# block 1

<file path="src/rtl/fetch_unit.sv">
// Instruction-fetch front end: owns the fetch PC, issues in-order memory requests,
// queues returned words with their PCs for decode, and handles redirects and halt.
module fetch_unit #(
    parameter int              XLEN         = 32,
    parameter logic [XLEN-1:0] RESET_VECTOR = '0,
    parameter int              FIFO_DEPTH   = 4,
    parameter logic [31:0]     HALT_WORD    = 32'hFFFF_FFFF
) (
    input  logic            clock,
    input  logic            reset,
    output logic            imem_req_valid,
    input  logic            imem_req_ready,
    output logic [XLEN-1:0] imem_req_addr,
    input  logic            imem_resp_valid,
    input  logic [31:0]     imem_resp_data,
    output logic            instr_valid,
    input  logic            instr_ready,
    output logic [31:0]     instr_data,
    output logic [XLEN-1:0] instr_pc,
    input  logic            redirect_valid,
    input  logic [XLEN-1:0] redirect_target,
    output logic            halted
);

    localparam int PW  = $clog2(FIFO_DEPTH);
    localparam int CW  = PW + 1;
    localparam int CSW = CW + 1;
    localparam logic [XLEN-1:0] PC_STEP  = XLEN'(4);
    localparam logic [XLEN-1:0] PC_ALIGN = ~XLEN'(3);
    localparam logic [CSW-1:0]  DEPTH_W  = CSW'(FIFO_DEPTH);

    typedef enum logic {
        ST_RUN,
        ST_HALTED
    } state_t;

    state_t          r_state;
    state_t          w_state_next;

    logic [XLEN-1:0] r_fetch_pc;
    logic [XLEN-1:0] r_resp_pc;
    logic [CW-1:0]   r_outstanding;
    logic [CW-1:0]   r_drop_cnt;
    logic [CW-1:0]   r_count;
    logic [PW-1:0]   r_rd_ptr;
    logic [PW-1:0]   r_wr_ptr;
    logic [31:0]     r_q_data [FIFO_DEPTH];
    logic [XLEN-1:0] r_q_pc   [FIFO_DEPTH];

    logic            w_run;
    logic            w_redirect;
    logic            w_req_fire;
    logic            w_resp;
    logic            w_drop;
    logic            w_push;
    logic            w_pop;
    logic            w_halt;
    logic [CSW-1:0]  w_credit_used;
    logic [CW-1:0]   w_out_next;
    logic [XLEN-1:0] w_target;

    // Requests in flight count against queue space, so every response has a slot.
    assign w_run         = (r_state == ST_RUN);
    assign w_credit_used = {1'b0, r_outstanding} + {1'b0, r_count};
    assign imem_req_valid = w_run & ~reset & ~redirect_valid & (w_credit_used < DEPTH_W);
    assign imem_req_addr  = r_fetch_pc;

    assign instr_valid = w_run & (r_count != '0);
    assign instr_data  = r_q_data[r_rd_ptr];
    assign instr_pc    = r_q_pc[r_rd_ptr];
    assign halted      = ~w_run;

    assign w_target   = redirect_target & PC_ALIGN;
    assign w_redirect = w_run & redirect_valid;
    assign w_req_fire = imem_req_valid & imem_req_ready;
    assign w_resp     = imem_resp_valid & (r_outstanding != '0);
    assign w_drop     = w_resp & (r_drop_cnt != '0);
    assign w_push     = w_resp & ~w_drop & w_run & ~redirect_valid;
    assign w_pop      = instr_valid & instr_ready & ~redirect_valid;
    assign w_halt     = w_pop & (instr_data == HALT_WORD);
    assign w_out_next = r_outstanding + CW'(w_req_fire) - CW'(w_resp);

    // NOTE: next state gets its default first so no path leaves it unassigned (no latch).
    always_comb begin
        w_state_next = r_state;
        if (w_run && w_halt) begin
            w_state_next = ST_HALTED;
        end
    end

    // NOTE: all sequential state uses non-blocking assignment so every register samples pre-edge values.
    always_ff @(posedge clock) begin
        if (reset) begin
            r_state <= ST_RUN;
        end else begin
            r_state <= w_state_next;
        end
    end

    always_ff @(posedge clock) begin
        if (reset) begin
            r_fetch_pc    <= RESET_VECTOR;
            r_resp_pc     <= RESET_VECTOR;
            r_outstanding <= '0;
            r_drop_cnt    <= '0;
            r_count       <= '0;
            r_rd_ptr      <= '0;
            r_wr_ptr      <= '0;
        end else begin
            r_outstanding <= w_out_next;
            if (w_redirect) begin
                // Everything still in flight belongs to the abandoned path.
                r_fetch_pc <= w_target;
                r_resp_pc  <= w_target;
                r_drop_cnt <= w_out_next;
                r_count    <= '0;
                r_rd_ptr   <= '0;
                r_wr_ptr   <= '0;
            end else if (w_halt) begin
                if (w_req_fire) begin
                    r_fetch_pc <= r_fetch_pc + PC_STEP;
                end
                r_drop_cnt <= w_out_next;
                r_count    <= '0;
                r_rd_ptr   <= '0;
                r_wr_ptr   <= '0;
            end else begin
                if (w_req_fire) begin
                    r_fetch_pc <= r_fetch_pc + PC_STEP;
                end
                if (w_drop) begin
                    r_drop_cnt <= r_drop_cnt - CW'(1);
                end
                if (w_push) begin
                    r_wr_ptr  <= r_wr_ptr + PW'(1);
                    r_resp_pc <= r_resp_pc + PC_STEP;
                end
                if (w_pop) begin
                    r_rd_ptr <= r_rd_ptr + PW'(1);
                end
                r_count <= r_count + CW'(w_push) - CW'(w_pop);
            end
        end
    end

    // NOTE: queue storage is reset too, so the head outputs read zero out of reset.
    always_ff @(posedge clock) begin
        if (reset) begin
            for (int i = 0; i < FIFO_DEPTH; i++) begin
                r_q_data[i] <= '0;
                r_q_pc[i]   <= '0;
            end
        end else if (w_push) begin
            r_q_data[r_wr_ptr] <= imem_resp_data;
            r_q_pc[r_wr_ptr]   <= r_resp_pc;
        end
    end

endmodule

</file>
<file path="config.mk">
export PLATFORM = sky130hd
export DESIGN_NAME = fetch_unit
export DESIGN_NICKNAME = d
export VERILOG_FILES = /design/src/rtl/fetch_unit.sv
export SDC_FILE = /design/constraint.sdc
export NUM_CORES = 1
export LEC_CHECK = 0
export CORE_ASPECT_RATIO = 1.4
export CORE_MARGIN = 8
export CORE_UTILIZATION = 55
export CTS_BUF_LIST = sky130_fd_sc_hd__clkbuf_4
export DETAILED_ROUTE_END_ITERATION = 6
export GPL_TIMING_DRIVEN = 0
export HOLD_SLACK_MARGIN = 0.08
export MAX_ROUTING_LAYER = met4
export PLACE_DENSITY_LB_ADDON = 0.1
export SLEW_MARGIN = 10
export SYNTH_ARGS = -nofsm -noshare
export SYNTH_HDL_FRONTEND = slang
export SYNTH_SLANG_ARGS = --single-unit
export TNS_END_PERCENT = 10
</file>
<file path="constraint.sdc">
create_clock -name clock -period 19.9 [get_ports clock]
set_input_delay 3.98 -clock clock [delete_from_list [all_inputs] [get_ports clock]]
set_output_delay 3.98 -clock clock [all_outputs]
set_load 0.05 [all_outputs]
</file>
# block 2

$ cat src/rtl/bfloat16_adder_feeder.sv
// Purpose : feeds queued bfloat16 operand pairs to a free-running bfloat16_adder, captures real sums.
// Latency : pair issues at the next adder_ready after it is queued; its sum is on res_sum one
//           cycle after the following adder_ready.
// Backpressure: in_ready=!queue_full; issue stalls (dummy 0+0 op) while the result buffer could overflow.
//
// Ports:
//   clock, nreset            rising-edge clock, asynchronous active-low reset
//   in_valid/in_ready/in_a/b operand-pair input (valid/ready)
//   adder_ready, adder_sum   adder handshake: previous op done, sum valid this cycle
//   adder_a, adder_b         registered operands presented to the adder
//   res_valid/res_ready/res_sum  2-entry result buffer head (valid/ready)
//   timeout_err              sticky watchdog flag
//
// Optional feature: define BF16_FEEDER_TIMEOUT_EN to enable the adder_ready watchdog
// (TIMEOUT cycles). Without it timeout_err is tied low and no counter exists.
module bfloat16_adder_feeder #(
    parameter int DEPTH   = 4,
    parameter int TIMEOUT = 64
) (
    input  logic        clock,
    input  logic        nreset,
    input  logic        in_valid,
    output logic        in_ready,
    input  logic [15:0] in_a,
    input  logic [15:0] in_b,
    input  logic        adder_ready,
    input  logic [15:0] adder_sum,
    output logic [15:0] adder_a,
    output logic [15:0] adder_b,
    output logic        res_valid,
    input  logic        res_ready,
    output logic [15:0] res_sum,
    output logic        timeout_err
);

    localparam int AW = $clog2(DEPTH);
    localparam int CW = AW + 1;

    // Elaboration-time parameter sanity.
    if (DEPTH < 2 || (DEPTH & (DEPTH - 1)) != 0) begin : g_bad_depth
        $error("bfloat16_adder_feeder: DEPTH must be a power of 2 and >= 2");
    end
    if (TIMEOUT < 2) begin : g_bad_timeout
        $error("bfloat16_adder_feeder: TIMEOUT must be >= 2");
    end

    // ---------------- operand queue ----------------
    logic [15:0]   q_a_q [DEPTH];
    logic [15:0]   q_b_q [DEPTH];
    logic [AW-1:0] wr_ptr_q, rd_ptr_q;
    logic [CW-1:0] cnt_q, cnt_d;

    // ---------------- adder side ----------------
    logic [15:0] adder_a_q, adder_b_q;
    logic        inflight_q;
    logic        abandon;

    // ---------------- result buffer ----------------
    logic [15:0] r_mem_q [2];
    logic        r_wr_q, r_rd_q;
    logic [1:0]  r_occ_q, occ_next;

    logic push, issue, capture, drain;

    assign in_ready  = (cnt_q != CW'(DEPTH));
    assign push      = in_valid && in_ready;

    assign res_valid = (r_occ_q != 2'd0);
    assign res_sum   = r_mem_q[r_rd_q];
    assign drain     = res_valid && res_ready;

    // A real op completes only at adder_ready; dummy ops (inflight=0) are discarded.
    assign capture   = adder_ready && inflight_q;
    assign occ_next  = r_occ_q + 2'(capture) - 2'(drain);

    // Issue only if the result it will produce is guaranteed a slot: the buffer never
    // refuses adder output, so space is reserved before the op starts.
    assign issue     = adder_ready && (cnt_q != '0) && (occ_next < 2'd2);

    assign cnt_d     = cnt_q + CW'(push) - CW'(issue);

    assign adder_a   = adder_a_q;
    assign adder_b   = adder_b_q;

    // Queue storage needs no reset: entries are only read after being written.
    always_ff @(posedge clock) begin
        if (push) begin
            q_a_q[wr_ptr_q] <= in_a;
            q_b_q[wr_ptr_q] <= in_b;
        end
    end

    always_ff @(posedge clock or negedge nreset) begin
        if (!nreset) begin
            wr_ptr_q   <= '0;
            rd_ptr_q   <= '0;
            cnt_q      <= '0;
            adder_a_q  <= 16'h0000;
            adder_b_q  <= 16'h0000;
            inflight_q <= 1'b0;
            r_mem_q[0] <= 16'h0000;
            r_mem_q[1] <= 16'h0000;
            r_wr_q     <= 1'b0;
            r_rd_q     <= 1'b0;
            r_occ_q    <= 2'd0;
        end else begin
            if (push) begin
                wr_ptr_q <= wr_ptr_q + AW'(1);
            end
            if (issue) begin
                rd_ptr_q <= rd_ptr_q + AW'(1);
            end
            cnt_q <= cnt_d;

            // Operands change only at the adder's op boundary; an idle slot runs 0+0.
            if (adder_ready) begin
                adder_a_q  <= issue ? q_a_q[rd_ptr_q] : 16'h0000;
                adder_b_q  <= issue ? q_b_q[rd_ptr_q] : 16'h0000;
                inflight_q <= issue;
            end else if (abandon) begin
                inflight_q <= 1'b0;
            end

            if (capture) begin
                r_mem_q[r_wr_q] <= adder_sum;
                r_wr_q          <= ~r_wr_q;
            end
            if (drain) begin
                r_rd_q <= ~r_rd_q;
            end
            r_occ_q <= occ_next;
        end
    end

`ifdef BF16_FEEDER_TIMEOUT_EN
    localparam int TW = $clog2(TIMEOUT + 1);

    logic [TW-1:0] timer_q, timer_d;
    logic          err_q;

    // Counts cycles since the last adder_ready, saturating at TIMEOUT. The op is
    // abandoned on the edge where the count would reach TIMEOUT.
    assign timer_d = adder_ready                  ? '0 :
                     (timer_q == TW'(TIMEOUT))    ? timer_q :
                                                    timer_q + TW'(1);
    assign abandon = !adder_ready && inflight_q && (timer_q == TW'(TIMEOUT - 1));

    always_ff @(posedge clock or negedge nreset) begin
        if (!nreset) begin
            timer_q <= '0;
            err_q   <= 1'b0;
        end else begin
            timer_q <= timer_d;
            if (abandon) begin
                err_q <= 1'b1;
            end
        end
    end

    assign timeout_err = err_q;
`else
    assign abandon     = 1'b0;
    assign timeout_err = 1'b0;
`endif

endmodule

$ cat config.mk
export PLATFORM = sky130hd
export DESIGN_NAME = bfloat16_adder_feeder
export DESIGN_NICKNAME = d
export VERILOG_FILES = /design/src/rtl/bfloat16_adder_feeder.sv
export SDC_FILE = /design/constraint.sdc
export NUM_CORES = 1
export LEC_CHECK = 0
export CORE_ASPECT_RATIO = 0.9
export CORE_MARGIN = 4
export CORE_UTILIZATION = 45
export DETAILED_ROUTE_END_ITERATION = 10
export GPL_ROUTABILITY_DRIVEN = 0
export PLACE_DENSITY = 0.74
export RECOVER_POWER = 100
export SETUP_SLACK_MARGIN = 0.4
export SLEW_MARGIN = 10
export SYNTH_ARGS = -nofsm -noshare
export SYNTH_HDL_FRONTEND = slang
export SYNTH_SLANG_ARGS = --single-unit
export TNS_END_PERCENT = 5
$ cat constraint.sdc
create_clock -name clock -period 4.6 [get_ports clock]
set_input_delay 0.92 -clock clock [delete_from_list [all_inputs] [get_ports clock]]
set_output_delay 0.92 -clock clock [all_outputs]
set_load 0.02 [all_outputs]
# block 3

### src/rtl/tick_sched_pkg.sv
// tick_sched_pkg -- shared definitions for the tick scheduler slice.
//   cfg_state_t  : configuration FSM state encoding (IDLE, APPLY)
//   *_DEF        : default values for the NCH, PRESCALE and PW parameters
//   chw()        : index width for n channels (at least 1 bit)
package tick_sched_pkg;

   typedef enum logic {
      ST_IDLE  = 1'b0,
      ST_APPLY = 1'b1
   } cfg_state_t;

   localparam int unsigned NCH_DEF      = 4;
   localparam int unsigned PRESCALE_DEF = 50;
   localparam int unsigned PW_DEF       = 16;

   function automatic int unsigned chw(input int unsigned n);
      return (n > 1) ? $clog2(n) : 1;
   endfunction

endpackage

### src/rtl/tick_sched_if.sv
// tick_sched_if -- configuration request bus of tick_sched.
//   cfg_valid  : request valid (master -> slave)
//   cfg_ready  : slave can accept a request (slave -> master)
//   cfg_ch     : target channel index
//   cfg_period : channel period in base ticks
//   cfg_en     : channel enable value to write
//   cfg_err    : one-cycle pulse when a write is rejected as illegal
interface tick_sched_if
   import tick_sched_pkg::*;
#(
   parameter int unsigned NCH = NCH_DEF,
   parameter int unsigned PW  = PW_DEF
);
   localparam int unsigned CHW = chw(NCH);

   logic           cfg_valid;
   logic           cfg_ready;
   logic [CHW-1:0] cfg_ch;
   logic [PW-1:0]  cfg_period;
   logic           cfg_en;
   logic           cfg_err;

   modport master (
      output cfg_valid, cfg_ch, cfg_period, cfg_en,
      input  cfg_ready, cfg_err
   );

   modport slave (
      input  cfg_valid, cfg_ch, cfg_period, cfg_en,
      output cfg_ready, cfg_err
   );

endinterface

### src/rtl/tick_sched_chan.sv
// tick_sched_chan -- one tick channel: period counter, compare, tick, toggle.
//   clkin      : clock (posedge)
//   rst        : asynchronous active-high reset
//   base_tick  : one-cycle strobe from the shared prescaler
//   wr         : write strobe from the config FSM (APPLY on this channel)
//   wr_period  : period to store on wr
//   wr_en      : enable to store on wr
//   tick_out   : one-cycle pulse on period expiry
//   clk_out    : square wave toggling on each tick
//   ch_en      : current enable state
module tick_sched_chan #(
   parameter int unsigned PW = 16
) (
   input  logic          clkin,
   input  logic          rst,
   input  logic          base_tick,
   input  logic          wr,
   input  logic [PW-1:0] wr_period,
   input  logic          wr_en,
   output logic          tick_out,
   output logic          clk_out,
   output logic          ch_en
);

   logic [PW-1:0] period;
   logic [PW-1:0] cnt;

   always_ff @(posedge clkin or posedge rst) begin
      if (rst) begin
         period   <= '0;
         cnt      <= '0;
         ch_en    <= 1'b0;
         tick_out <= 1'b0;
         clk_out  <= 1'b0;
      end else begin
         tick_out <= 1'b0;
         // A write wins over a coinciding base tick: counter restarts, no tick.
         if (wr) begin
            period  <= wr_period;
            ch_en   <= wr_en;
            cnt     <= '0;
            clk_out <= 1'b0;
         end else if (ch_en && base_tick) begin
            // period is never 0 while enabled; illegal writes disable the channel
            if (cnt == period - PW'(1)) begin
               cnt      <= '0;
               tick_out <= 1'b1;
               clk_out  <= ~clk_out;
            end else begin
               cnt <= cnt + PW'(1);
            end
         end
      end
   end

endmodule

### src/rtl/tick_sched.sv
// tick_sched -- multi-channel periodic tick generator.
//   clkin    : clock (posedge)
//   rst      : asynchronous active-high reset
//   cfg      : configuration bus (slave side), see tick_sched_if
//   tick_out : per-channel one-cycle pulse on period expiry
//   clk_out  : per-channel square wave toggling on each tick
//   ch_en    : per-channel enable state
// A shared prescaler produces base_tick every PRESCALE cycles; a two-state
// config FSM latches a request in IDLE and writes it to one channel in APPLY.
module tick_sched
   import tick_sched_pkg::*;
#(
   parameter int unsigned NCH      = NCH_DEF,
   parameter int unsigned PRESCALE = PRESCALE_DEF,
   parameter int unsigned PW       = PW_DEF
) (
   input  logic           clkin,
   input  logic           rst,
   tick_sched_if.slave    cfg,
   output logic [NCH-1:0] tick_out,
   output logic [NCH-1:0] clk_out,
   output logic [NCH-1:0] ch_en
);

   localparam int unsigned CHW = chw(NCH);
   localparam int unsigned PSW = $clog2(PRESCALE);

   // ---------------- prescaler ----------------
   logic [PSW-1:0] pcnt;
   logic           base_tick;

   assign base_tick = (pcnt == PSW'(PRESCALE - 1));

   always_ff @(posedge clkin or posedge rst) begin
      if (rst)            pcnt <= '0;
      else if (base_tick) pcnt <= '0;
      else                pcnt <= pcnt + PSW'(1);
   end

   // ---------------- config FSM ----------------
   cfg_state_t     state, state_nx;
   logic           accept;
   logic           bad_ch;
   logic           bad_period;
   logic [CHW-1:0] ch_q;
   logic [PW-1:0]  period_q;
   logic           en_q;
   logic           ch_ok_q;

   assign bad_ch     = (32'(cfg.cfg_ch) >= NCH);
   assign bad_period = cfg.cfg_en && (cfg.cfg_period == '0);

   always_comb begin
      state_nx = state;
      accept   = 1'b0;
      case (state)
         ST_IDLE: begin
            if (cfg.cfg_valid && cfg.cfg_ready) begin
               accept   = 1'b1;
               state_nx = ST_APPLY;
            end
         end
         ST_APPLY: state_nx = ST_IDLE;
         default:  state_nx = ST_IDLE;
      endcase
   end

   // cfg_ready and cfg_err are registered from the next state / accepted
   // request so that they are valid during IDLE / the APPLY cycle respectively.
   always_ff @(posedge clkin or posedge rst) begin
      if (rst) begin
         state         <= ST_IDLE;
         cfg.cfg_ready <= 1'b0;
         cfg.cfg_err   <= 1'b0;
         ch_q          <= '0;
         period_q      <= '0;
         en_q          <= 1'b0;
         ch_ok_q       <= 1'b0;
      end else begin
         state         <= state_nx;
         cfg.cfg_ready <= (state_nx == ST_IDLE);
         cfg.cfg_err   <= accept && (bad_ch || bad_period);
         if (accept) begin
            ch_q     <= cfg.cfg_ch;
            period_q <= cfg.cfg_period;
            en_q     <= cfg.cfg_en && !bad_period;
            ch_ok_q  <= !bad_ch;
         end
      end
   end

   // ---------------- channels ----------------
   for (genvar i = 0; i < NCH; i++) begin : g_chan
      logic wr;
      assign wr = (state == ST_APPLY) && ch_ok_q && (ch_q == CHW'(i));

      tick_sched_chan #(.PW(PW)) u_chan (
         .clkin     (clkin),
         .rst       (rst),
         .base_tick (base_tick),
         .wr        (wr),
         .wr_period (period_q),
         .wr_en     (en_q),
         .tick_out  (tick_out[i]),
         .clk_out   (clk_out[i]),
         .ch_en     (ch_en[i])
      );
   end

endmodule

### src/flat_wrapper.sv
// flat-port wrapper written by rule: the top's interface ports become plain ports
module tick_sched_flat import tick_sched_pkg::*;
#(
   parameter int unsigned NCH      = NCH_DEF,
   parameter int unsigned PRESCALE = PRESCALE_DEF,
   parameter int unsigned PW       = PW_DEF
)
  (clkin, rst, tick_out, clk_out, ch_en, cfg_cfg_valid, cfg_cfg_ch, cfg_cfg_period, cfg_cfg_en, cfg_cfg_ready, cfg_cfg_err);
  tick_sched_if #(.NCH(NCH), .PW(PW)) cfg_i ();
  input  logic clkin;
  input  logic rst;
  output logic [NCH-1:0] tick_out;
  output logic [NCH-1:0] clk_out;
  output logic [NCH-1:0] ch_en;
  input wire logic [$bits(cfg_i.cfg_valid)-1:0] cfg_cfg_valid;
  input wire logic [$bits(cfg_i.cfg_ch)-1:0] cfg_cfg_ch;
  input wire logic [$bits(cfg_i.cfg_period)-1:0] cfg_cfg_period;
  input wire logic [$bits(cfg_i.cfg_en)-1:0] cfg_cfg_en;
  output wire logic [$bits(cfg_i.cfg_ready)-1:0] cfg_cfg_ready;
  output wire logic [$bits(cfg_i.cfg_err)-1:0] cfg_cfg_err;
  assign cfg_i.cfg_valid = cfg_cfg_valid;
  assign cfg_i.cfg_ch = cfg_cfg_ch;
  assign cfg_i.cfg_period = cfg_cfg_period;
  assign cfg_i.cfg_en = cfg_cfg_en;
  assign cfg_cfg_ready = cfg_i.cfg_ready;
  assign cfg_cfg_err = cfg_i.cfg_err;
  tick_sched #(.NCH(NCH), .PRESCALE(PRESCALE), .PW(PW)) u_core (.clkin(clkin), .rst(rst), .cfg(cfg_i), .tick_out(tick_out), .clk_out(clk_out), .ch_en(ch_en));
endmodule
### config.mk
export PLATFORM = sky130hd
export DESIGN_NAME = tick_sched_flat
export DESIGN_NICKNAME = d
export VERILOG_FILES = /design/src/rtl/tick_sched_pkg.sv /design/src/rtl/tick_sched_if.sv /design/src/rtl/tick_sched_chan.sv /design/src/rtl/tick_sched.sv /design/src/flat_wrapper.sv
export SDC_FILE = /design/constraint.sdc
export NUM_CORES = 1
export LEC_CHECK = 0
export ABC_CLOCK_PERIOD_IN_PS = 3000
export CAP_MARGIN = 20
export CORE_ASPECT_RATIO = 0.6
export CORE_UTILIZATION = 55
export DETAILED_ROUTE_END_ITERATION = 12
export PLACE_DENSITY = 0.73
export SLEW_MARGIN = 10
export SYNTH_ARGS = -nofsm -noshare
export SYNTH_HDL_FRONTEND = slang
export SYNTH_HIERARCHICAL = 1
export SYNTH_SLANG_ARGS = --single-unit
### constraint.sdc
create_clock -name clkin -period 3 [get_ports clkin]
set_input_delay 0.6 -clock clkin [delete_from_list [all_inputs] [get_ports clkin]]
set_output_delay 0.6 -clock clkin [all_outputs]
set_load 0.05 [all_outputs]
# block 4

`src/rtl/lms_filter_n_if.sv`:
```
// Sample/result handshake and coefficient access port of the LMS filter.
// Widths track the filter parameters; keep both instances parameterised alike.
interface lms_filter_n_if #(
  parameter int TAPS        = 7,
  parameter int SAMPLE_SIZE = 16,
  parameter int COEFF_SIZE  = 17,
  parameter int MU_SIZE     = 16
);
  localparam int ADDR_W = $clog2(TAPS);

  logic                          in_valid;
  logic                          in_ready;
  logic signed [SAMPLE_SIZE-1:0] u_in;
  logic signed [SAMPLE_SIZE-1:0] d_in;
  logic signed [MU_SIZE-1:0]     mu_in;
  logic                          adapt_en;
  logic                          out_valid;
  logic signed [SAMPLE_SIZE-1:0] y_out;
  logic signed [SAMPLE_SIZE-1:0] e_out;
  logic                          coef_wr_en;
  logic [ADDR_W-1:0]             coef_addr;
  logic signed [COEFF_SIZE-1:0]  coef_wr_data;
  logic signed [COEFF_SIZE-1:0]  coef_rd_data;

  modport master (
    output in_valid, u_in, d_in, mu_in, adapt_en, coef_wr_en, coef_addr, coef_wr_data,
    input  in_ready, out_valid, y_out, e_out, coef_rd_data
  );

  modport slave (
    input  in_valid, u_in, d_in, mu_in, adapt_en, coef_wr_en, coef_addr, coef_wr_data,
    output in_ready, out_valid, y_out, e_out, coef_rd_data
  );
endinterface

```
`src/rtl/lms_filter_n.sv`:
```
// TAPS-tap LMS adaptive FIR with one shared multiplier: MAC over the delay line,
// error against the desired sample, then optional sign-correct coefficient update.
module lms_filter_n #(
  parameter int TAPS        = 7,
  parameter int SAMPLE_SIZE = 16,
  parameter int COEFF_SIZE  = 17,
  parameter int MU_SIZE     = 16
) (
  input logic clk,
  input logic rst,
  lms_filter_n_if.slave bus
);
  localparam int S      = SAMPLE_SIZE;
  localparam int C      = COEFF_SIZE;
  localparam int M      = MU_SIZE;
  localparam int ADDR_W = $clog2(TAPS);
  localparam int ADDR_X = ADDR_W + 1;
  localparam int CNT_W  = $clog2(TAPS + 1);
  localparam int ACC_W  = S + C + $clog2(TAPS);
  localparam int ACC_X  = ACC_W + 1;
  localparam int PRD_W  = S + C;
  localparam int EM_W   = S + M;
  localparam int EMX    = S + M + 1;
  localparam int PW     = 2 * S;
  localparam int CX     = C + 1;

  localparam logic signed [S-1:0]     S_MAX  = {1'b0, {(S-1){1'b1}}};
  localparam logic signed [S-1:0]     S_MIN  = {1'b1, {(S-1){1'b0}}};
  localparam logic signed [C-1:0]     C_MAX  = {1'b0, {(C-1){1'b1}}};
  localparam logic signed [C-1:0]     C_MIN  = {1'b1, {(C-1){1'b0}}};
  localparam logic signed [ACC_W:0]   Y_RND  = ACC_X'(1) << (C - 3);
  localparam logic signed [EMX-1:0]   G_RND  = EMX'(1) << (M - 2);
  localparam logic [CNT_W-1:0]        LAST   = CNT_W'(TAPS);
  localparam logic [ADDR_W:0]         TAPS_L = ADDR_X'(TAPS);

  typedef enum logic [2:0] {IDLE, MAC, ERR, MU, UPD} state_t;

  state_t                   state_reg;
  logic [CNT_W-1:0]         cnt_reg;
  logic signed [S-1:0]      u_reg [TAPS];
  logic signed [C-1:0]      w_reg [TAPS];
  logic signed [S-1:0]      d_reg;
  logic signed [M-1:0]      mu_reg;
  logic                     adapt_reg;
  logic signed [ACC_W-1:0]  acc_reg;
  logic signed [PRD_W-1:0]  prod_reg;
  logic signed [S-1:0]      g_reg;
  logic signed [PW-1:0]     p_reg;
  logic signed [S-1:0]      y_out_reg;
  logic signed [S-1:0]      e_out_reg;
  logic                     in_ready_reg;
  logic                     out_valid_reg;

  logic [CNT_W-1:0]         cnt_m1;
  logic [ADDR_W-1:0]        idx;
  logic [ADDR_W-1:0]        prev_idx;
  logic                     addr_ok;
  logic signed [PRD_W-1:0]  mac_prod;
  logic signed [PW-1:0]     upd_prod;
  logic signed [ACC_W:0]    acc_rnd;
  logic signed [ACC_W:0]    acc_sh;
  logic signed [S-1:0]      y_next;
  logic [S:0]               diff;
  logic signed [S-1:0]      e_next;
  logic signed [EM_W-1:0]   em;
  logic signed [EMX-1:0]    em_rnd;
  logic signed [EMX-1:0]    em_sh;
  logic signed [S-1:0]      g_next;
  logic signed [C-1:0]      dw;
  logic signed [CX-1:0]     w_sum;
  logic signed [C-1:0]      w_next;

  assign cnt_m1   = cnt_reg - CNT_W'(1);
  assign idx      = cnt_reg[ADDR_W-1:0];
  assign prev_idx = cnt_m1[ADDR_W-1:0];
  assign addr_ok  = {1'b0, bus.coef_addr} < TAPS_L;
  assign mac_prod = PRD_W'(u_reg[idx]) * PRD_W'(w_reg[idx]);
  assign upd_prod = PW'(g_reg) * PW'(u_reg[idx]);

  always_comb begin
    acc_rnd = ACC_X'(acc_reg) + Y_RND;
    acc_sh  = acc_rnd >>> (C - 2);
    if (acc_sh[ACC_W:S-1] == {(ACC_X-S+1){acc_sh[ACC_W]}}) y_next = acc_sh[S-1:0];
    else                                                     y_next = acc_sh[ACC_W] ? S_MIN : S_MAX;
    diff = {d_reg[S-1], d_reg} - {y_next[S-1], y_next};
    if (diff[S] == diff[S-1]) e_next = diff[S-1:0];
    else                      e_next = diff[S] ? S_MIN : S_MAX;
    em     = EM_W'(e_out_reg) * EM_W'(mu_reg);
    em_rnd = EMX'(em) + G_RND;
    em_sh  = em_rnd >>> (M - 1);
    if (em_sh[EMX-1:S-1] == {(EMX-S+1){em_sh[EMX-1]}}) g_next = em_sh[S-1:0];
    else                                                g_next = em_sh[EMX-1] ? S_MIN : S_MAX;
    w_sum = CX'(w_reg[prev_idx]) + CX'(dw);
    if (w_sum[C] == w_sum[C-1]) w_next = w_sum[C-1:0];
    else                        w_next = w_sum[C] ? C_MIN : C_MAX;
  end

  // The update product only needs rescaling when it is wider than a coefficient.
  generate
    if (C < 2 * S) begin : g_round
      localparam int PX = PW + 1;
      localparam logic signed [PX-1:0] P_RND = PX'(1) << (2 * S - C - 1);
      logic signed [PX-1:0] p_rnd;
      logic signed [PX-1:0] p_sh;
      always_comb begin
        p_rnd = PX'(p_reg) + P_RND;
        p_sh  = p_rnd >>> (2 * S - C);
        if (p_sh[PX-1:C-1] == {(PX-C+1){p_sh[PX-1]}}) dw = p_sh[C-1:0];
        else                                          dw = p_sh[PX-1] ? C_MIN : C_MAX;
      end
    end else begin : g_exact
      assign dw = p_reg;
    end
  endgenerate

  always_ff @(posedge clk) begin
    if (rst) begin
      state_reg     <= IDLE;
      cnt_reg       <= '0;
      d_reg         <= '0;
      mu_reg        <= '0;
      adapt_reg     <= 1'b0;
      acc_reg       <= '0;
      prod_reg      <= '0;
      g_reg         <= '0;
      p_reg         <= '0;
      y_out_reg     <= '0;
      e_out_reg     <= '0;
      in_ready_reg  <= 1'b0;
      out_valid_reg <= 1'b0;
      for (int k = 0; k < TAPS; k++) begin
        u_reg[k] <= '0;
        w_reg[k] <= '0;
      end
    end else begin
      out_valid_reg <= 1'b0;
      case (state_reg)
        IDLE: begin
          in_ready_reg <= 1'b1;
          if (bus.coef_wr_en && addr_ok) w_reg[bus.coef_addr] <= bus.coef_wr_data;
          if (bus.in_valid && in_ready_reg) begin
            for (int k = TAPS - 1; k > 0; k--) u_reg[k] <= u_reg[k-1];
            u_reg[0]     <= bus.u_in;
            d_reg        <= bus.d_in;
            mu_reg       <= bus.mu_in;
            adapt_reg    <= bus.adapt_en;
            acc_reg      <= '0;
            cnt_reg      <= '0;
            in_ready_reg <= 1'b0;
            state_reg    <= MAC;
          end
        end
        // Product of tap j is registered in step j and accumulated in step j+1.
        MAC: begin
          if (cnt_reg != LAST) prod_reg <= mac_prod;
          if (cnt_reg != '0)   acc_reg  <= acc_reg + ACC_W'(prod_reg);
          if (cnt_reg == LAST) begin
            cnt_reg   <= '0;
            state_reg <= ERR;
          end else begin
            cnt_reg <= cnt_reg + CNT_W'(1);
          end
        end
        ERR: begin
          y_out_reg     <= y_next;
          e_out_reg     <= e_next;
          out_valid_reg <= 1'b1;
          if (adapt_reg) begin
            state_reg <= MU;
          end else begin
            in_ready_reg <= 1'b1;
            state_reg    <= IDLE;
          end
        end
        MU: begin
          g_reg     <= g_next;
          cnt_reg   <= '0;
          state_reg <= UPD;
        end
        UPD: begin
          if (cnt_reg != LAST) p_reg <= upd_prod;
          if (cnt_reg != '0)   w_reg[prev_idx] <= w_next;
          if (cnt_reg == LAST) begin
            cnt_reg      <= '0;
            in_ready_reg <= 1'b1;
            state_reg    <= IDLE;
          end else begin
            cnt_reg <= cnt_reg + CNT_W'(1);
          end
        end
        default: state_reg <= IDLE;
      endcase
    end
  end

  assign bus.in_ready     = in_ready_reg;
  assign bus.out_valid    = out_valid_reg;
  assign bus.y_out        = y_out_reg;
  assign bus.e_out        = e_out_reg;
  assign bus.coef_rd_data = addr_ok ? w_reg[bus.coef_addr] : '0;
endmodule

```
`src/flat_wrapper.sv`:
```
// flat-port wrapper written by rule: the top's interface ports become plain ports
module lms_filter_n_flat 
#(
  parameter int TAPS        = 7,
  parameter int SAMPLE_SIZE = 16,
  parameter int COEFF_SIZE  = 17,
  parameter int MU_SIZE     = 16
)
  (clk, rst, bus_in_valid, bus_u_in, bus_d_in, bus_mu_in, bus_adapt_en, bus_coef_wr_en, bus_coef_addr, bus_coef_wr_data, bus_in_ready, bus_out_valid, bus_y_out, bus_e_out, bus_coef_rd_data);
  lms_filter_n_if #(.TAPS(TAPS), .SAMPLE_SIZE(SAMPLE_SIZE), .COEFF_SIZE(COEFF_SIZE), .MU_SIZE(MU_SIZE)) bus_i ();
  input logic clk;
  input logic rst;
  input wire logic [$bits(bus_i.in_valid)-1:0] bus_in_valid;
  input wire logic [$bits(bus_i.u_in)-1:0] bus_u_in;
  input wire logic [$bits(bus_i.d_in)-1:0] bus_d_in;
  input wire logic [$bits(bus_i.mu_in)-1:0] bus_mu_in;
  input wire logic [$bits(bus_i.adapt_en)-1:0] bus_adapt_en;
  input wire logic [$bits(bus_i.coef_wr_en)-1:0] bus_coef_wr_en;
  input wire logic [$bits(bus_i.coef_addr)-1:0] bus_coef_addr;
  input wire logic [$bits(bus_i.coef_wr_data)-1:0] bus_coef_wr_data;
  output wire logic [$bits(bus_i.in_ready)-1:0] bus_in_ready;
  output wire logic [$bits(bus_i.out_valid)-1:0] bus_out_valid;
  output wire logic [$bits(bus_i.y_out)-1:0] bus_y_out;
  output wire logic [$bits(bus_i.e_out)-1:0] bus_e_out;
  output wire logic [$bits(bus_i.coef_rd_data)-1:0] bus_coef_rd_data;
  assign bus_i.in_valid = bus_in_valid;
  assign bus_i.u_in = bus_u_in;
  assign bus_i.d_in = bus_d_in;
  assign bus_i.mu_in = bus_mu_in;
  assign bus_i.adapt_en = bus_adapt_en;
  assign bus_i.coef_wr_en = bus_coef_wr_en;
  assign bus_i.coef_addr = bus_coef_addr;
  assign bus_i.coef_wr_data = bus_coef_wr_data;
  assign bus_in_ready = bus_i.in_ready;
  assign bus_out_valid = bus_i.out_valid;
  assign bus_y_out = bus_i.y_out;
  assign bus_e_out = bus_i.e_out;
  assign bus_coef_rd_data = bus_i.coef_rd_data;
  lms_filter_n #(.TAPS(TAPS), .SAMPLE_SIZE(SAMPLE_SIZE), .COEFF_SIZE(COEFF_SIZE), .MU_SIZE(MU_SIZE)) u_core (.clk(clk), .rst(rst), .bus(bus_i));
endmodule
```
`config.mk`:
```
export PLATFORM = sky130hd
export DESIGN_NAME = lms_filter_n_flat
export DESIGN_NICKNAME = d
export VERILOG_FILES = /design/src/rtl/lms_filter_n_if.sv /design/src/rtl/lms_filter_n.sv /design/src/flat_wrapper.sv
export SDC_FILE = /design/constraint.sdc
export NUM_CORES = 2
export LEC_CHECK = 0
export CORE_AREA = 4 4 464 466
export DETAILED_ROUTE_END_ITERATION = 6
export DIE_AREA = 0 0 468 470
export DONT_BUFFER_PORTS = 1
export PLACE_DENSITY = 0.42
export SLEW_MARGIN = 20
export SYNTH_ARGS = -nofsm -noshare
export SYNTH_HDL_FRONTEND = slang
export SYNTH_SLANG_ARGS = --single-unit
```
`constraint.sdc`:
```
create_clock -name clk -period 11.2 [get_ports clk]
set_input_delay 1.68 -clock clk [delete_from_list [all_inputs] [get_ports clk]]
set_output_delay 1.68 -clock clk [all_outputs]
set_load 0.02 [all_outputs]
```
Fig. 1: block 1, routed metal, one color a layer
Scale: 2 px per µm. Only two layers are drawn.
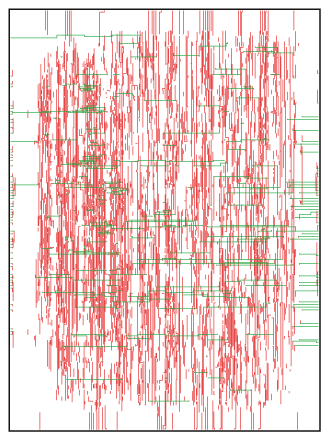
| layer | color | wire length |
|---|---|---|
| met3 | green | 2840 µm |
| met2 | red | 21.0 mm |

Fig. 2: block 1, I/O nets highlighted
Scale: 1.5 px per µm.
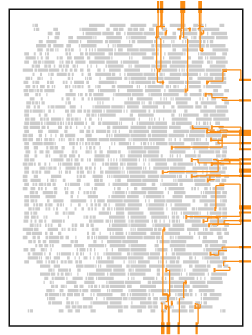
| port | color | bits | direction | end cells | buffers | wire |
|---|---|---|---|---|---|---|
| imem_resp_data | orange | 32 | input | 32 | 32 | 1130 µm |

==> tab_implementation.tex, block 1 <==
% Yosys + OpenROAD metrics
\begin{tabular}{lr}
\hline
Metric & Value \\
\hline
\multicolumn{2}{l}{\textbf{Status}} \\
\quad Status & finished, final reports clean \\
\multicolumn{2}{l}{\textbf{Critical path}} \\
\quad Arrival time at the worst endpoint & about 5.6 ns \\
\quad Buffer-and-inverter tally for the worst setup path & 2 \\
\quad Cell at the slowest stage of the critical path & sky130\_fd\_sc\_hd\_\_clkdlybuf4s50\_1 \\
\quad Logic depth of the worst path, buffers included & 4 \\
\quad Endpoint of the most critical register-to-register path & r\_count[2]\$\_SDFF\_PP0\_ \\
\multicolumn{2}{l}{\textbf{Timing}} \\
\quad Final critical delay including setup and external delays & 9.60 ns \\
\quad Slew @ Worst Pin & $\sim$0.8 ns \\
\quad Setup violators final & 0 \\
\multicolumn{2}{l}{\textbf{Logic synthesis}} \\
\quad Tally of yosys warning messages & 0 \\
\quad Seq/Total Area, Yosys & approximately three fifths \\
\quad Post-synthesis share of cell area spent on and, or, nand and nor gates & 14.5\% \\
\quad Gate count after technology mapping & 1232 \\
\quad Total standard cell area after synthesis & 14800 µm² \\
\quad And-or/or-and share of the synthesized area & 7.19\% \\
\multicolumn{2}{l}{\textbf{Global routing}} \\
\quad Number of antenna violations at the first check in global routing & 2 \\
\multicolumn{2}{l}{\textbf{Route}} \\
\quad Total DRC errors in the routed layout & 0 \\
\quad Wire per inst & 21.6 µm \\
\quad Detailed-routed wire length on met3 & 2.84 mm \\
\multicolumn{2}{l}{\textbf{Clock tree}} \\
\quad Post-CTS resize count & 0 \\
\quad CTS H-tree depth & 3 \\
\multicolumn{2}{l}{\textbf{Final layout}} \\
\quad Nonclk buf count & $\sim$260 \\
\quad Flop share of the area & between 40\% and 50\% \\
\quad Cell group occupying the most layout area & sequential cells \\
\quad Finished Cell Area & 18200 µm² \\
\quad Logic share of the area & 28.2\% \\
\multicolumn{2}{l}{\textbf{Worst hold path}} \\
\quad Type of the tightest min-delay check & flop to flop \\
\quad Worst-case hold path end point & imem\_req\_addr[31]\$\_SDFFE\_PP0P\_ \\
\multicolumn{2}{l}{\textbf{Power and ir drop}} \\
\quad Combinational fraction of design power & 18.8\% \\
\multicolumn{2}{l}{\textbf{Floorplan}} \\
\quad Row count & approximately 71 \\
\hline
\end{tabular}
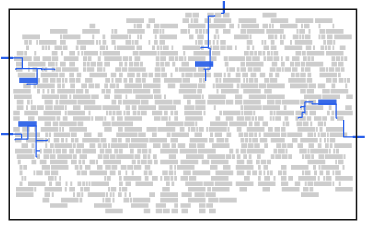
Fig. 3. I/O nets highlighted (block 3).
Scale: 2 px per µm.
| port | color | bits | direction | end cells | buffers | wire |
|---|---|---|---|---|---|---|
| ch_en | blue | 4 | output | 4 | 4 | 196 µm |

==> tab_implementation.tex, block 3 <==
% Yosys + OpenROAD metrics
\begin{tabular}{lr}
\hline
Metric & Value \\
\hline
\multicolumn{2}{l}{\textbf{Final layout}} \\
\quad Area of all sequential standard cells & $\sim$4200 µm² \\
\quad Comb\_multi\_in & 708 \\
\quad Data buffer area share & between 5 and 6\% \\
\quad Flop share of the area & about two fifths \\
\multicolumn{2}{l}{\textbf{Status}} \\
\quad Status & finished, final reports clean \\
\multicolumn{2}{l}{\textbf{Clock tree}} \\
\quad Maximum count of clock buffers along a single path & 2 \\
\multicolumn{2}{l}{\textbf{Timing}} \\
\quad Setup repair after global routing missed its margin & false \\
\quad Clock skew & around 0.015 ns \\
\multicolumn{2}{l}{\textbf{Critical path}} \\
\quad Maximum fanout encountered on the critical timing path & 13 \\
\quad Delay of the slowest critical-path stage & 0.59 ns \\
\multicolumn{2}{l}{\textbf{Power and ir drop}} \\
\quad Logic power comb & 0.00329 W \\
\multicolumn{2}{l}{\textbf{Route}} \\
\quad Vias & between 7000 and 8000 \\
\multicolumn{2}{l}{\textbf{Logic synthesis}} \\
\quad YS chip area & 9640 µm² \\
\quad Total standard cell area after synthesis & 9640 µm² \\
\multicolumn{2}{l}{\textbf{Global routing}} \\
\quad Global route total overflow & 0 \\
\hline
\end{tabular}
Fig. 4: block 2, I/O nets highlighted
Scale: 2 px per µm.
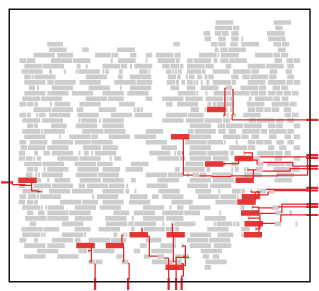
| port | color | bits | direction | end cells | buffers | wire |
|---|---|---|---|---|---|---|
| adder_b | red | 16 | output | 16 | 16 | 601 µm |

==> tab_implementation.tex, block 2 <==
% Yosys + OpenROAD metrics
\begin{tabular}{lr}
\hline
Metric & Value \\
\hline
\multicolumn{2}{l}{\textbf{Timing}} \\
\quad Relative slew slack & -32.6\% \\
\quad Worst setup margin & 1.12 ns \\
\quad Highest achievable clock rate & 287 MHz \\
\quad Slew @ Worst Pin & 1.99 ns \\
\quad Number of pins with negative max-slew slack in the final report & 209 \\
\multicolumn{2}{l}{\textbf{Critical path}} \\
\quad Logic depth of the worst path, buffers included & 15 \\
\quad Worst Setup SP & res\_ready \\
\quad Kind of capture point of the worst setup path & flop \\
\quad Buffer-and-inverter tally for the worst setup path & 5 \\
\quad Cell at the slowest stage of the critical path & sky130\_fd\_sc\_hd\_\_dlygate4sd3\_1 \\
\multicolumn{2}{l}{\textbf{Global routing}} \\
\quad Number of global-route vias before repair & 4505 \\
\quad GRT met1 Usage & 21.3\% \\
\quad Met3 routing resource usage after global routing & 3.68\% \\
\quad Number of antenna violations at the first check in global routing & 4 \\
\quad Global-route layer with the greatest usage & met2 \\
\multicolumn{2}{l}{\textbf{Final layout}} \\
\quad Finished Cell Area & 9820 µm² \\
\quad Flop share of the area & about three fifths \\
\quad Flip-flop and latch count & 204 \\
\multicolumn{2}{l}{\textbf{Clock tree}} \\
\quad Total of hold buffers inserted after clock tree synthesis & 0 \\
\quad Maximum count of clock buffers along a single path & 3 \\
\quad TritonCTS buffer count & 21 \\
\multicolumn{2}{l}{\textbf{Status}} \\
\quad Status & complete, but fails checks \\
\quad Violated checks & capacitance limit, slew limit \\
\multicolumn{2}{l}{\textbf{Logic synthesis}} \\
\quad Dominant synthesized flop cell & sky130\_fd\_sc\_hd\_\_edfxtp\_1 \\
\quad Proportion of register bits with asynchronous set or reset after synthesis & 37.3\% \\
\quad Flops \& latches, synth & about 200 \\
\quad Number of enable-type register cells in the synthesized netlist & between 100 and 150 \\
\quad Seq/Total Area, Yosys & 70.7\% \\
\multicolumn{2}{l}{\textbf{Power and ir drop}} \\
\quad Power per Cell Area & 668 nW/µm² \\
\quad Logic power comb & $\sim$0.0022 W \\
\quad Internal & $\sim$0.0045 W \\
\quad Max rail drop VDD & 0.000378 V \\
\multicolumn{2}{l}{\textbf{Floorplan}} \\
\quad Well-tap cell count & 240 \\
\quad Row count & between 40 and 50 \\
\multicolumn{2}{l}{\textbf{Place}} \\
\quad Post-detailed-placement half-perimeter wirelength & 9.09 mm \\
\multicolumn{2}{l}{\textbf{Route}} \\
\quad Wire length after detailed routing & about 15 mm \\
\quad DRT antenna net count & 0 \\
\quad Wire per inst & 18.5 µm \\
\multicolumn{2}{l}{\textbf{Run}} \\
\quad Max capacitance violation total & 5 \\
\hline
\end{tabular}
Fig. 5: block 4, I/O nets highlighted
Scale: 1 px per µm.
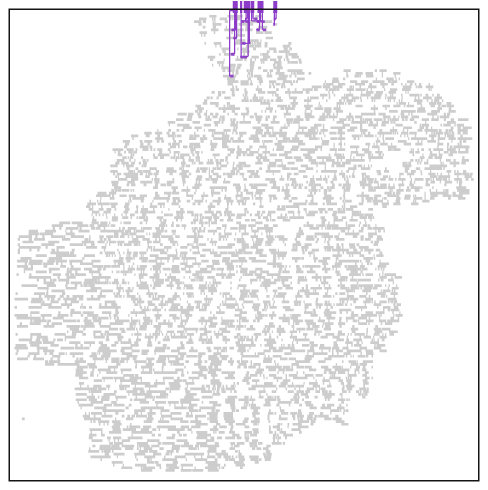
| port | color | bits | direction | end cells | buffers | wire |
|---|---|---|---|---|---|---|
| bus_d_in | purple | 16 | input | 16 | 0 | 456 µm |

==> tab_implementation.tex, block 4 <==
% Yosys + OpenROAD metrics
\begin{tabular}{lr}
\hline
Metric & Value \\
\hline
\multicolumn{2}{l}{\textbf{Critical path}} \\
\quad Crit path kind & flop to flop \\
\quad Delay of the slowest critical-path stage & 0.80 ns \\
\quad Critical path required time & 11.77 ns \\
\quad Worst path top cell family by delay & adder cells \\
\quad Cell at the slowest stage of the critical path & sky130\_fd\_sc\_hd\_\_dfxtp\_4 \\
\quad Worst Reg2Reg Path Length in Cells & 25 \\
\quad Kind of launch point of the worst setup path & flop \\
\multicolumn{2}{l}{\textbf{Route}} \\
\quad Wire length after detailed routing & approximately 150 mm \\
\quad Violation count after the first detailed-route iteration & 2064 \\
\quad First-pass detailed-route iteration total & 6 \\
\quad Wire length on met2 & approximately 75 mm \\
\quad Mean number of vias per cell & $\sim$4.5 \\
\multicolumn{2}{l}{\textbf{Global routing}} \\
\quad Maximum number of pins on one net before global-route repair & 162 \\
\multicolumn{2}{l}{\textbf{Timing}} \\
\quad Final critical delay including setup and external delays & between 8 and 9 ns \\
\quad Hold Violations, Final & 0 \\
\quad Total Negative Setup Slacks & 0 ns \\
\quad Clock skew & between 0.07 and 0.08 ns \\
\quad Relative slew slack & 22.6\% \\
\multicolumn{2}{l}{\textbf{Power and ir drop}} \\
\quad Logic power comb & roughly 0.0064 W \\
\quad Group with the largest share of power & combinational cells \\
\multicolumn{2}{l}{\textbf{Logic synthesis}} \\
\quad And-or/or-and share of the synthesized area & 8.72\% \\
\quad Flops \& latches, synth & 427 \\
\quad Post-synthesis share of cell area spent on and, or, nand and nor gates & $\sim$14\% \\
\quad Synth Area per Inst & 9.76 µm² \\
\multicolumn{2}{l}{\textbf{Final layout}} \\
\quad Max reg flops & approximately 140 \\
\quad Clock Network Area Fraction & 3.46\% \\
\multicolumn{2}{l}{\textbf{Status}} \\
\quad Status & finished, final reports clean \\
\multicolumn{2}{l}{\textbf{Clock tree}} \\
\quad TritonCTS buffer count & around 57 \\
\quad Setup Buffers After CTS & 0 \\
\quad Clk Latency, worst-skew pair & 0.71 ns \\
\quad Clock tree from TritonCTS & yes \\
\multicolumn{2}{l}{\textbf{Floorplan}} \\
\quad Horizontal die size & about 470 µm \\
\quad Initial Utilization & 24.9\% \\
\quad Number of top-level pins & 124 \\
\multicolumn{2}{l}{\textbf{Place}} \\
\quad Placement-stage worst setup slack & 2.30 ns \\
\hline
\end{tabular}

==> layout pictures side by side <==
Cell sizes after repair.
image #1
Scale: 4 px per µm.
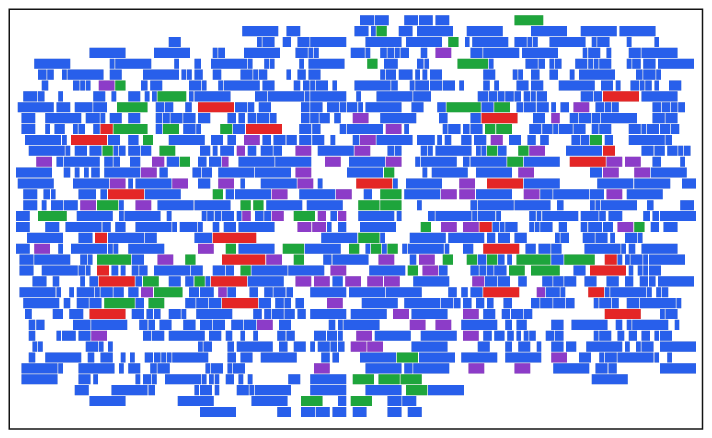
image #2
Scale: 2 px per µm.
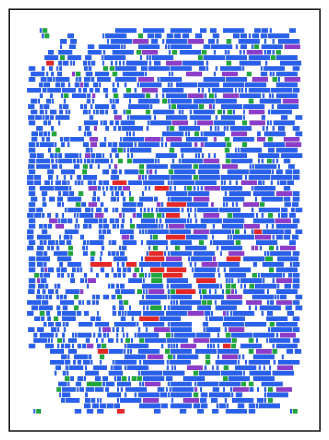
image #3
Scale: 3 px per µm.
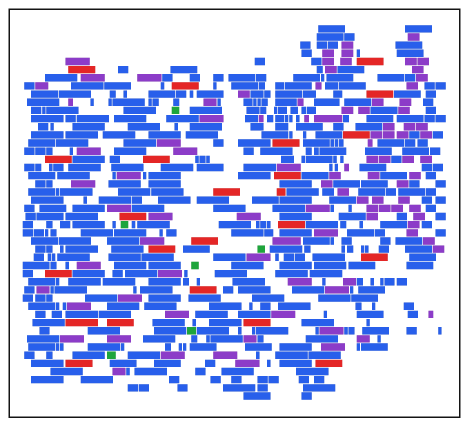
Image #2 comes from block 1.
Image #1 comes from block 3.
Image #3 comes from block 2.
- largest die: image #2
- fewest cells: image #3

Key to image #3:
| size | color | cells | share | most used |
|---|---|---|---|---|
| drive 1 or less | blue | 442 | 78% | edfxtp_1 |
| drive 6 and up | red | 23 | 4.0% | clkbuf_16 |
| drive 3 to 4 | green | 6 | 1.1% | clkinvlp_4 |
| drive 2 | purple | 97 | 17% | mux2_2 |


# block 5

Fig. 6: block 5, I/O pins on the die edge
Scale: 4 px per µm. Pins as bars across the die edge, other pins in gray.
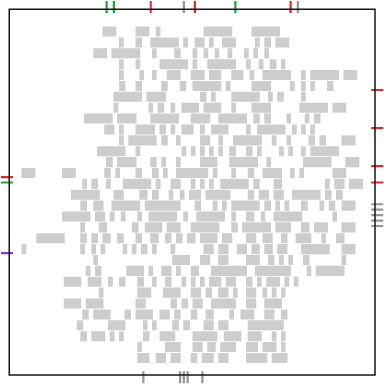
Fig. 7: block 5, routed metal, one color a layer
Scale: 4 px per µm. Only two layers are drawn.
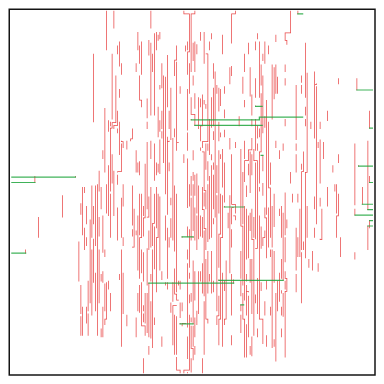
**config.mk**
```make
export PLATFORM = sky130hd
export DESIGN_NAME = mask_builder
export DESIGN_NICKNAME = d
export VERILOG_FILES = /design/src/rtl/mask_builder.sv
export SDC_FILE = /design/constraint.sdc
export NUM_CORES = 1
export LEC_CHECK = 0
export ABC_AREA = 1
export CAP_MARGIN = 20
export CELL_PAD_IN_SITES_DETAIL_PLACEMENT = 1
export CELL_PAD_IN_SITES_GLOBAL_PLACEMENT = 2
export CORE_MARGIN = 2
export CORE_UTILIZATION = 29
export CTS_CLUSTER_DIAMETER = 100
export DETAILED_ROUTE_END_ITERATION = 12
export PLACE_DENSITY = 0.86
export SLEW_MARGIN = 20
export SYNTH_ARGS = -nofsm -noshare
export SYNTH_HDL_FRONTEND = slang
export SYNTH_SLANG_ARGS = --single-unit
```
**constraint.sdc**
```tcl
create_clock -name clk -period 3.9 [get_ports clk]
set_clock_uncertainty 0.1 [all_clocks]
set_input_delay 0.585 -clock clk [delete_from_list [all_inputs] [get_ports clk]]
set_output_delay 0.585 -clock clk [all_outputs]
set_load 0.01 [all_outputs]
```
**src/rtl/mask_builder.sv**
```systemverilog
// Builds a WIDTH-bit mask from a stream of set/clear/toggle index beats and commits it on "last".
// One-cycle commit latency; the output register plus one pending slot absorb two masks under backpressure.
module mask_builder #(
  parameter  int WIDTH = 8,
  localparam int IW    = $clog2(WIDTH),
  localparam int CW    = $clog2(WIDTH + 1)
) (
  input  logic             clk,
  input  logic             reset,
  input  logic             in_valid,
  output logic             in_ready,
  input  logic [IW-1:0]    in_idx,
  input  logic [1:0]       in_op,
  input  logic             in_last,
  output logic             out_valid,
  input  logic             out_ready,
  output logic [WIDTH-1:0] out_mask,
  output logic [CW-1:0]    out_count,
  output logic             out_err
);

  typedef enum logic {S_ACCUM = 1'b0, S_WAIT = 1'b1} state_e;

  localparam logic [IW:0] LIMIT = (IW + 1)'(WIDTH);

  state_e           state_q, state_d;
  logic [WIDTH-1:0] acc_q, acc_d;
  logic [WIDTH-1:0] pend_q, pend_d;
  logic [WIDTH-1:0] mask_q, mask_d;
  logic [CW-1:0]    count_q, count_d;
  logic             vld_q, vld_d;
  logic             err_q, err_d;

  logic [WIDTH-1:0] onehot;
  logic [WIDTH-1:0] next_acc;
  logic             in_range;
  logic             accept;
  logic             commit;
  logic             direct;
  logic             out_take;

  function automatic logic [CW-1:0] popcount(input logic [WIDTH-1:0] v);
    logic [CW-1:0] cnt;
    cnt = '0;
    for (int i = 0; i < WIDTH; i++) begin
      cnt = cnt + CW'(v[i]);
    end
    return cnt;
  endfunction

  assign in_range = ({1'b0, in_idx} < LIMIT);
  assign accept   = in_valid && (state_q == S_ACCUM);
  assign commit   = accept && in_last;
  assign direct   = !vld_q || out_ready;
  assign out_take = vld_q && out_ready;

  always_comb begin
    onehot   = WIDTH'(1) << in_idx;
    next_acc = acc_q;
    if (in_range) begin
      case (in_op)
        2'b00:   next_acc = acc_q | onehot;
        2'b01:   next_acc = acc_q & ~onehot;
        2'b10:   next_acc = acc_q ^ onehot;
        default: next_acc = acc_q;
      endcase
    end
  end

  always_ff @(posedge clk) begin
    if (reset) begin
      state_q <= S_ACCUM;
      acc_q   <= '0;
      pend_q  <= '0;
      mask_q  <= '0;
      count_q <= '0;
      vld_q   <= 1'b0;
      err_q   <= 1'b0;
    end else begin
      state_q <= state_d;
      acc_q   <= acc_d;
      pend_q  <= pend_d;
      mask_q  <= mask_d;
      count_q <= count_d;
      vld_q   <= vld_d;
      err_q   <= err_d;
    end
  end

  // A commit that cannot land in the busy output register parks in pend and stalls input.
  always_comb begin
    state_d = state_q;
    case (state_q)
      S_ACCUM: if (commit && !direct) state_d = S_WAIT;
      S_WAIT:  if (out_take) state_d = S_ACCUM;
      default: state_d = S_ACCUM;
    endcase
  end

  always_comb begin
    acc_d   = acc_q;
    pend_d  = pend_q;
    mask_d  = mask_q;
    count_d = count_q;
    vld_d   = vld_q;
    err_d   = err_q;
    if (accept && !in_range) err_d = 1'b1;
    if (accept) acc_d = in_last ? '0 : next_acc;
    if (commit && direct) begin
      mask_d  = next_acc;
      count_d = popcount(next_acc);
      vld_d   = 1'b1;
    end else if (commit) begin
      pend_d = next_acc;
    end else if (state_q == S_WAIT && out_take) begin
      mask_d  = pend_q;
      count_d = popcount(pend_q);
    end else if (out_take) begin
      vld_d = 1'b0;
    end
  end

  always_comb begin
    in_ready  = (state_q == S_ACCUM);
    out_valid = vld_q;
    out_mask  = mask_q;
    out_count = count_q;
    out_err   = err_q;
  end

endmodule

```
==> tab_implementation.tex <==
% Yosys + OpenROAD metrics
\begin{tabular}{lr}
\hline
Metric & Value \\
\hline
\multicolumn{2}{l}{\textbf{Critical path}} \\
\quad End point of the critical path & out\_count[1]\$\_SDFFE\_PP0P\_ \\
\quad Critical path required time & just under 4 ns \\
\quad Buffer-and-inverter tally for the worst setup path & 4 \\
\quad Cell at the slowest stage of the critical path & sky130\_fd\_sc\_hd\_\_fa\_2 \\
\quad Beginning of the worst register-to-register path & acc\_q[0]\$\_SDFFE\_PP0P\_ \\
\quad Crit path kind & primary input to flop \\
\quad Logic depth of the worst path, buffers included & 17 \\
\multicolumn{2}{l}{\textbf{Logic synthesis}} \\
\quad Adder-cell share of the synthesized area & 19.8\% \\
\quad YS chip area & 2200 µm² \\
\quad Flops \& latches, synth & 30 \\
\quad And-or/or-and share of the synthesized area & 9.79\% \\
\quad Post-synthesis cell type with the largest combined area & sky130\_fd\_sc\_hd\_\_dfxtp\_1 \\
\quad Dominant cells by area after synthesis & sky130\_fd\_sc\_hd\_\_dfxtp\_1, sky130\_fd\_sc\_hd\_\_ha\_1, sky130\_fd\_sc\_hd\_\_nand2\_1, sky130\_fd\_sc\_hd\_\_nand3\_1, sky130\_fd\_sc\_hd\_\_inv\_1 \\
\quad Synthesized Nets & 344 \\
\quad Dominant synthesized flop cell & sky130\_fd\_sc\_hd\_\_dfxtp\_1 \\
\quad Tally of yosys warning messages & 0 \\
\quad Most frequent cell after synthesis & sky130\_fd\_sc\_hd\_\_nand2\_1 \\
\multicolumn{2}{l}{\textbf{Global routing}} \\
\quad Wire length of the first global-routing pass & 11.0 mm \\
\quad Global route total overflow & 0 \\
\quad GRT met1 Usage & 19.3\% \\
\quad Global-route met2 utilization & 31.2\% \\
\multicolumn{2}{l}{\textbf{Timing}} \\
\quad Period utilization & 97.7\% \\
\quad Worst setup margin & 0.0887 ns \\
\quad Final critical delay including setup and external delays & 3.81 ns \\
\multicolumn{2}{l}{\textbf{Route}} \\
\quad Vias & 2147 \\
\quad Wire per inst & 14.3 µm \\
\quad Detailed-routed wire length on met3 & approximately 140 µm \\
\quad Wire length on met2 & 3.44 mm \\
\multicolumn{2}{l}{\textbf{Final layout}} \\
\quad Flop share of the area & about a fifth \\
\quad Number of clock buffers in the layout & 8 \\
\quad Area of the multi-input gates & 1470 µm² \\
\quad Nonclk buf count & 58 \\
\quad Fraction of layout cells with a size suffix above 1 & 25.3\% \\
\multicolumn{2}{l}{\textbf{Worst hold path}} \\
\quad Type of the tightest min-delay check & flop to flop \\
\multicolumn{2}{l}{\textbf{Power and ir drop}} \\
\quad Internal & 0.000600 W \\
\quad Net switching share of the total power & between 30\% and 40\% \\
\quad Max rail drop VDD & 0.000129 V \\
\multicolumn{2}{l}{\textbf{Clock tree}} \\
\quad Clk Latency, worst-skew pair & 0.28 ns \\
\quad Clock net sink count & 30 \\
\quad Post-CTS resize count & 40 \\
\multicolumn{2}{l}{\textbf{Place}} \\
\quad Post-detailed-placement half-perimeter wirelength & 4.78 mm \\
\quad Cell count after placement & between 400 and 500 \\
\quad Global placement routability congestion & 0.773 \\
\multicolumn{2}{l}{\textbf{Floorplan}} \\
\quad Well-tap cell count & between 90 and 100 \\
\multicolumn{2}{l}{\textbf{Status}} \\
\quad Status & finished, final reports clean \\
\hline
\end{tabular}
Notes on Fig. 6 above:
| port | color | pins | direction | edge |
|---|---|---|---|---|
| out_mask | red | 8 | output | 4 right, 3 top, 1 left |
| out_err | purple | 1 | output | left |
| out_count | green | 4 | output | 3 top, 1 left |
all pins by edge: 9 right, 8 top, 5 bottom, 3 left

Notes on Fig. 7 above:
| layer | color | wire length |
|---|---|---|
| met2 | red | 3440 µm |
| met3 | green | 141 µm |



## Gallery

Routed metal, one color a layer.
shot_01.png
Scale: 4 px per µm. Only two layers are drawn.
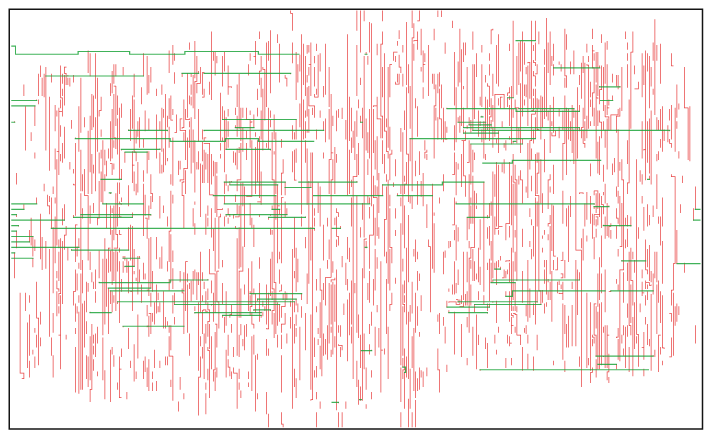
shot_02.png
Scale: 1 px per µm. Only two layers are drawn.
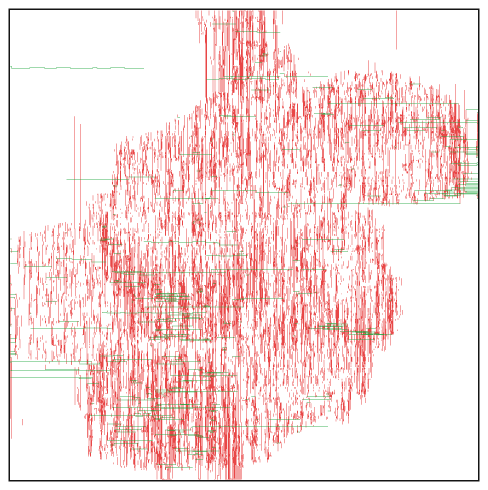
shot_03.png
Scale: 3 px per µm. Only two layers are drawn.
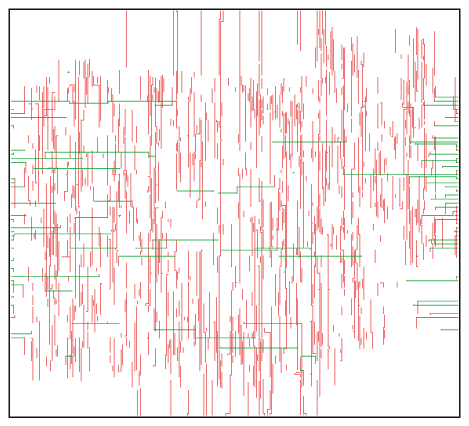
Of these, least wire: shot_03.png
Of these, most wire: shot_02.png
shot_01.png comes from block 3.
shot_02.png comes from block 4.
shot_03.png comes from block 2.

Key to shot_01.png:
| layer | color | wire length |
|---|---|---|
| met2 | red | 9820 µm |
| met3 | green | 1370 µm |

Power is estimated from default activity; no workload was simulated.
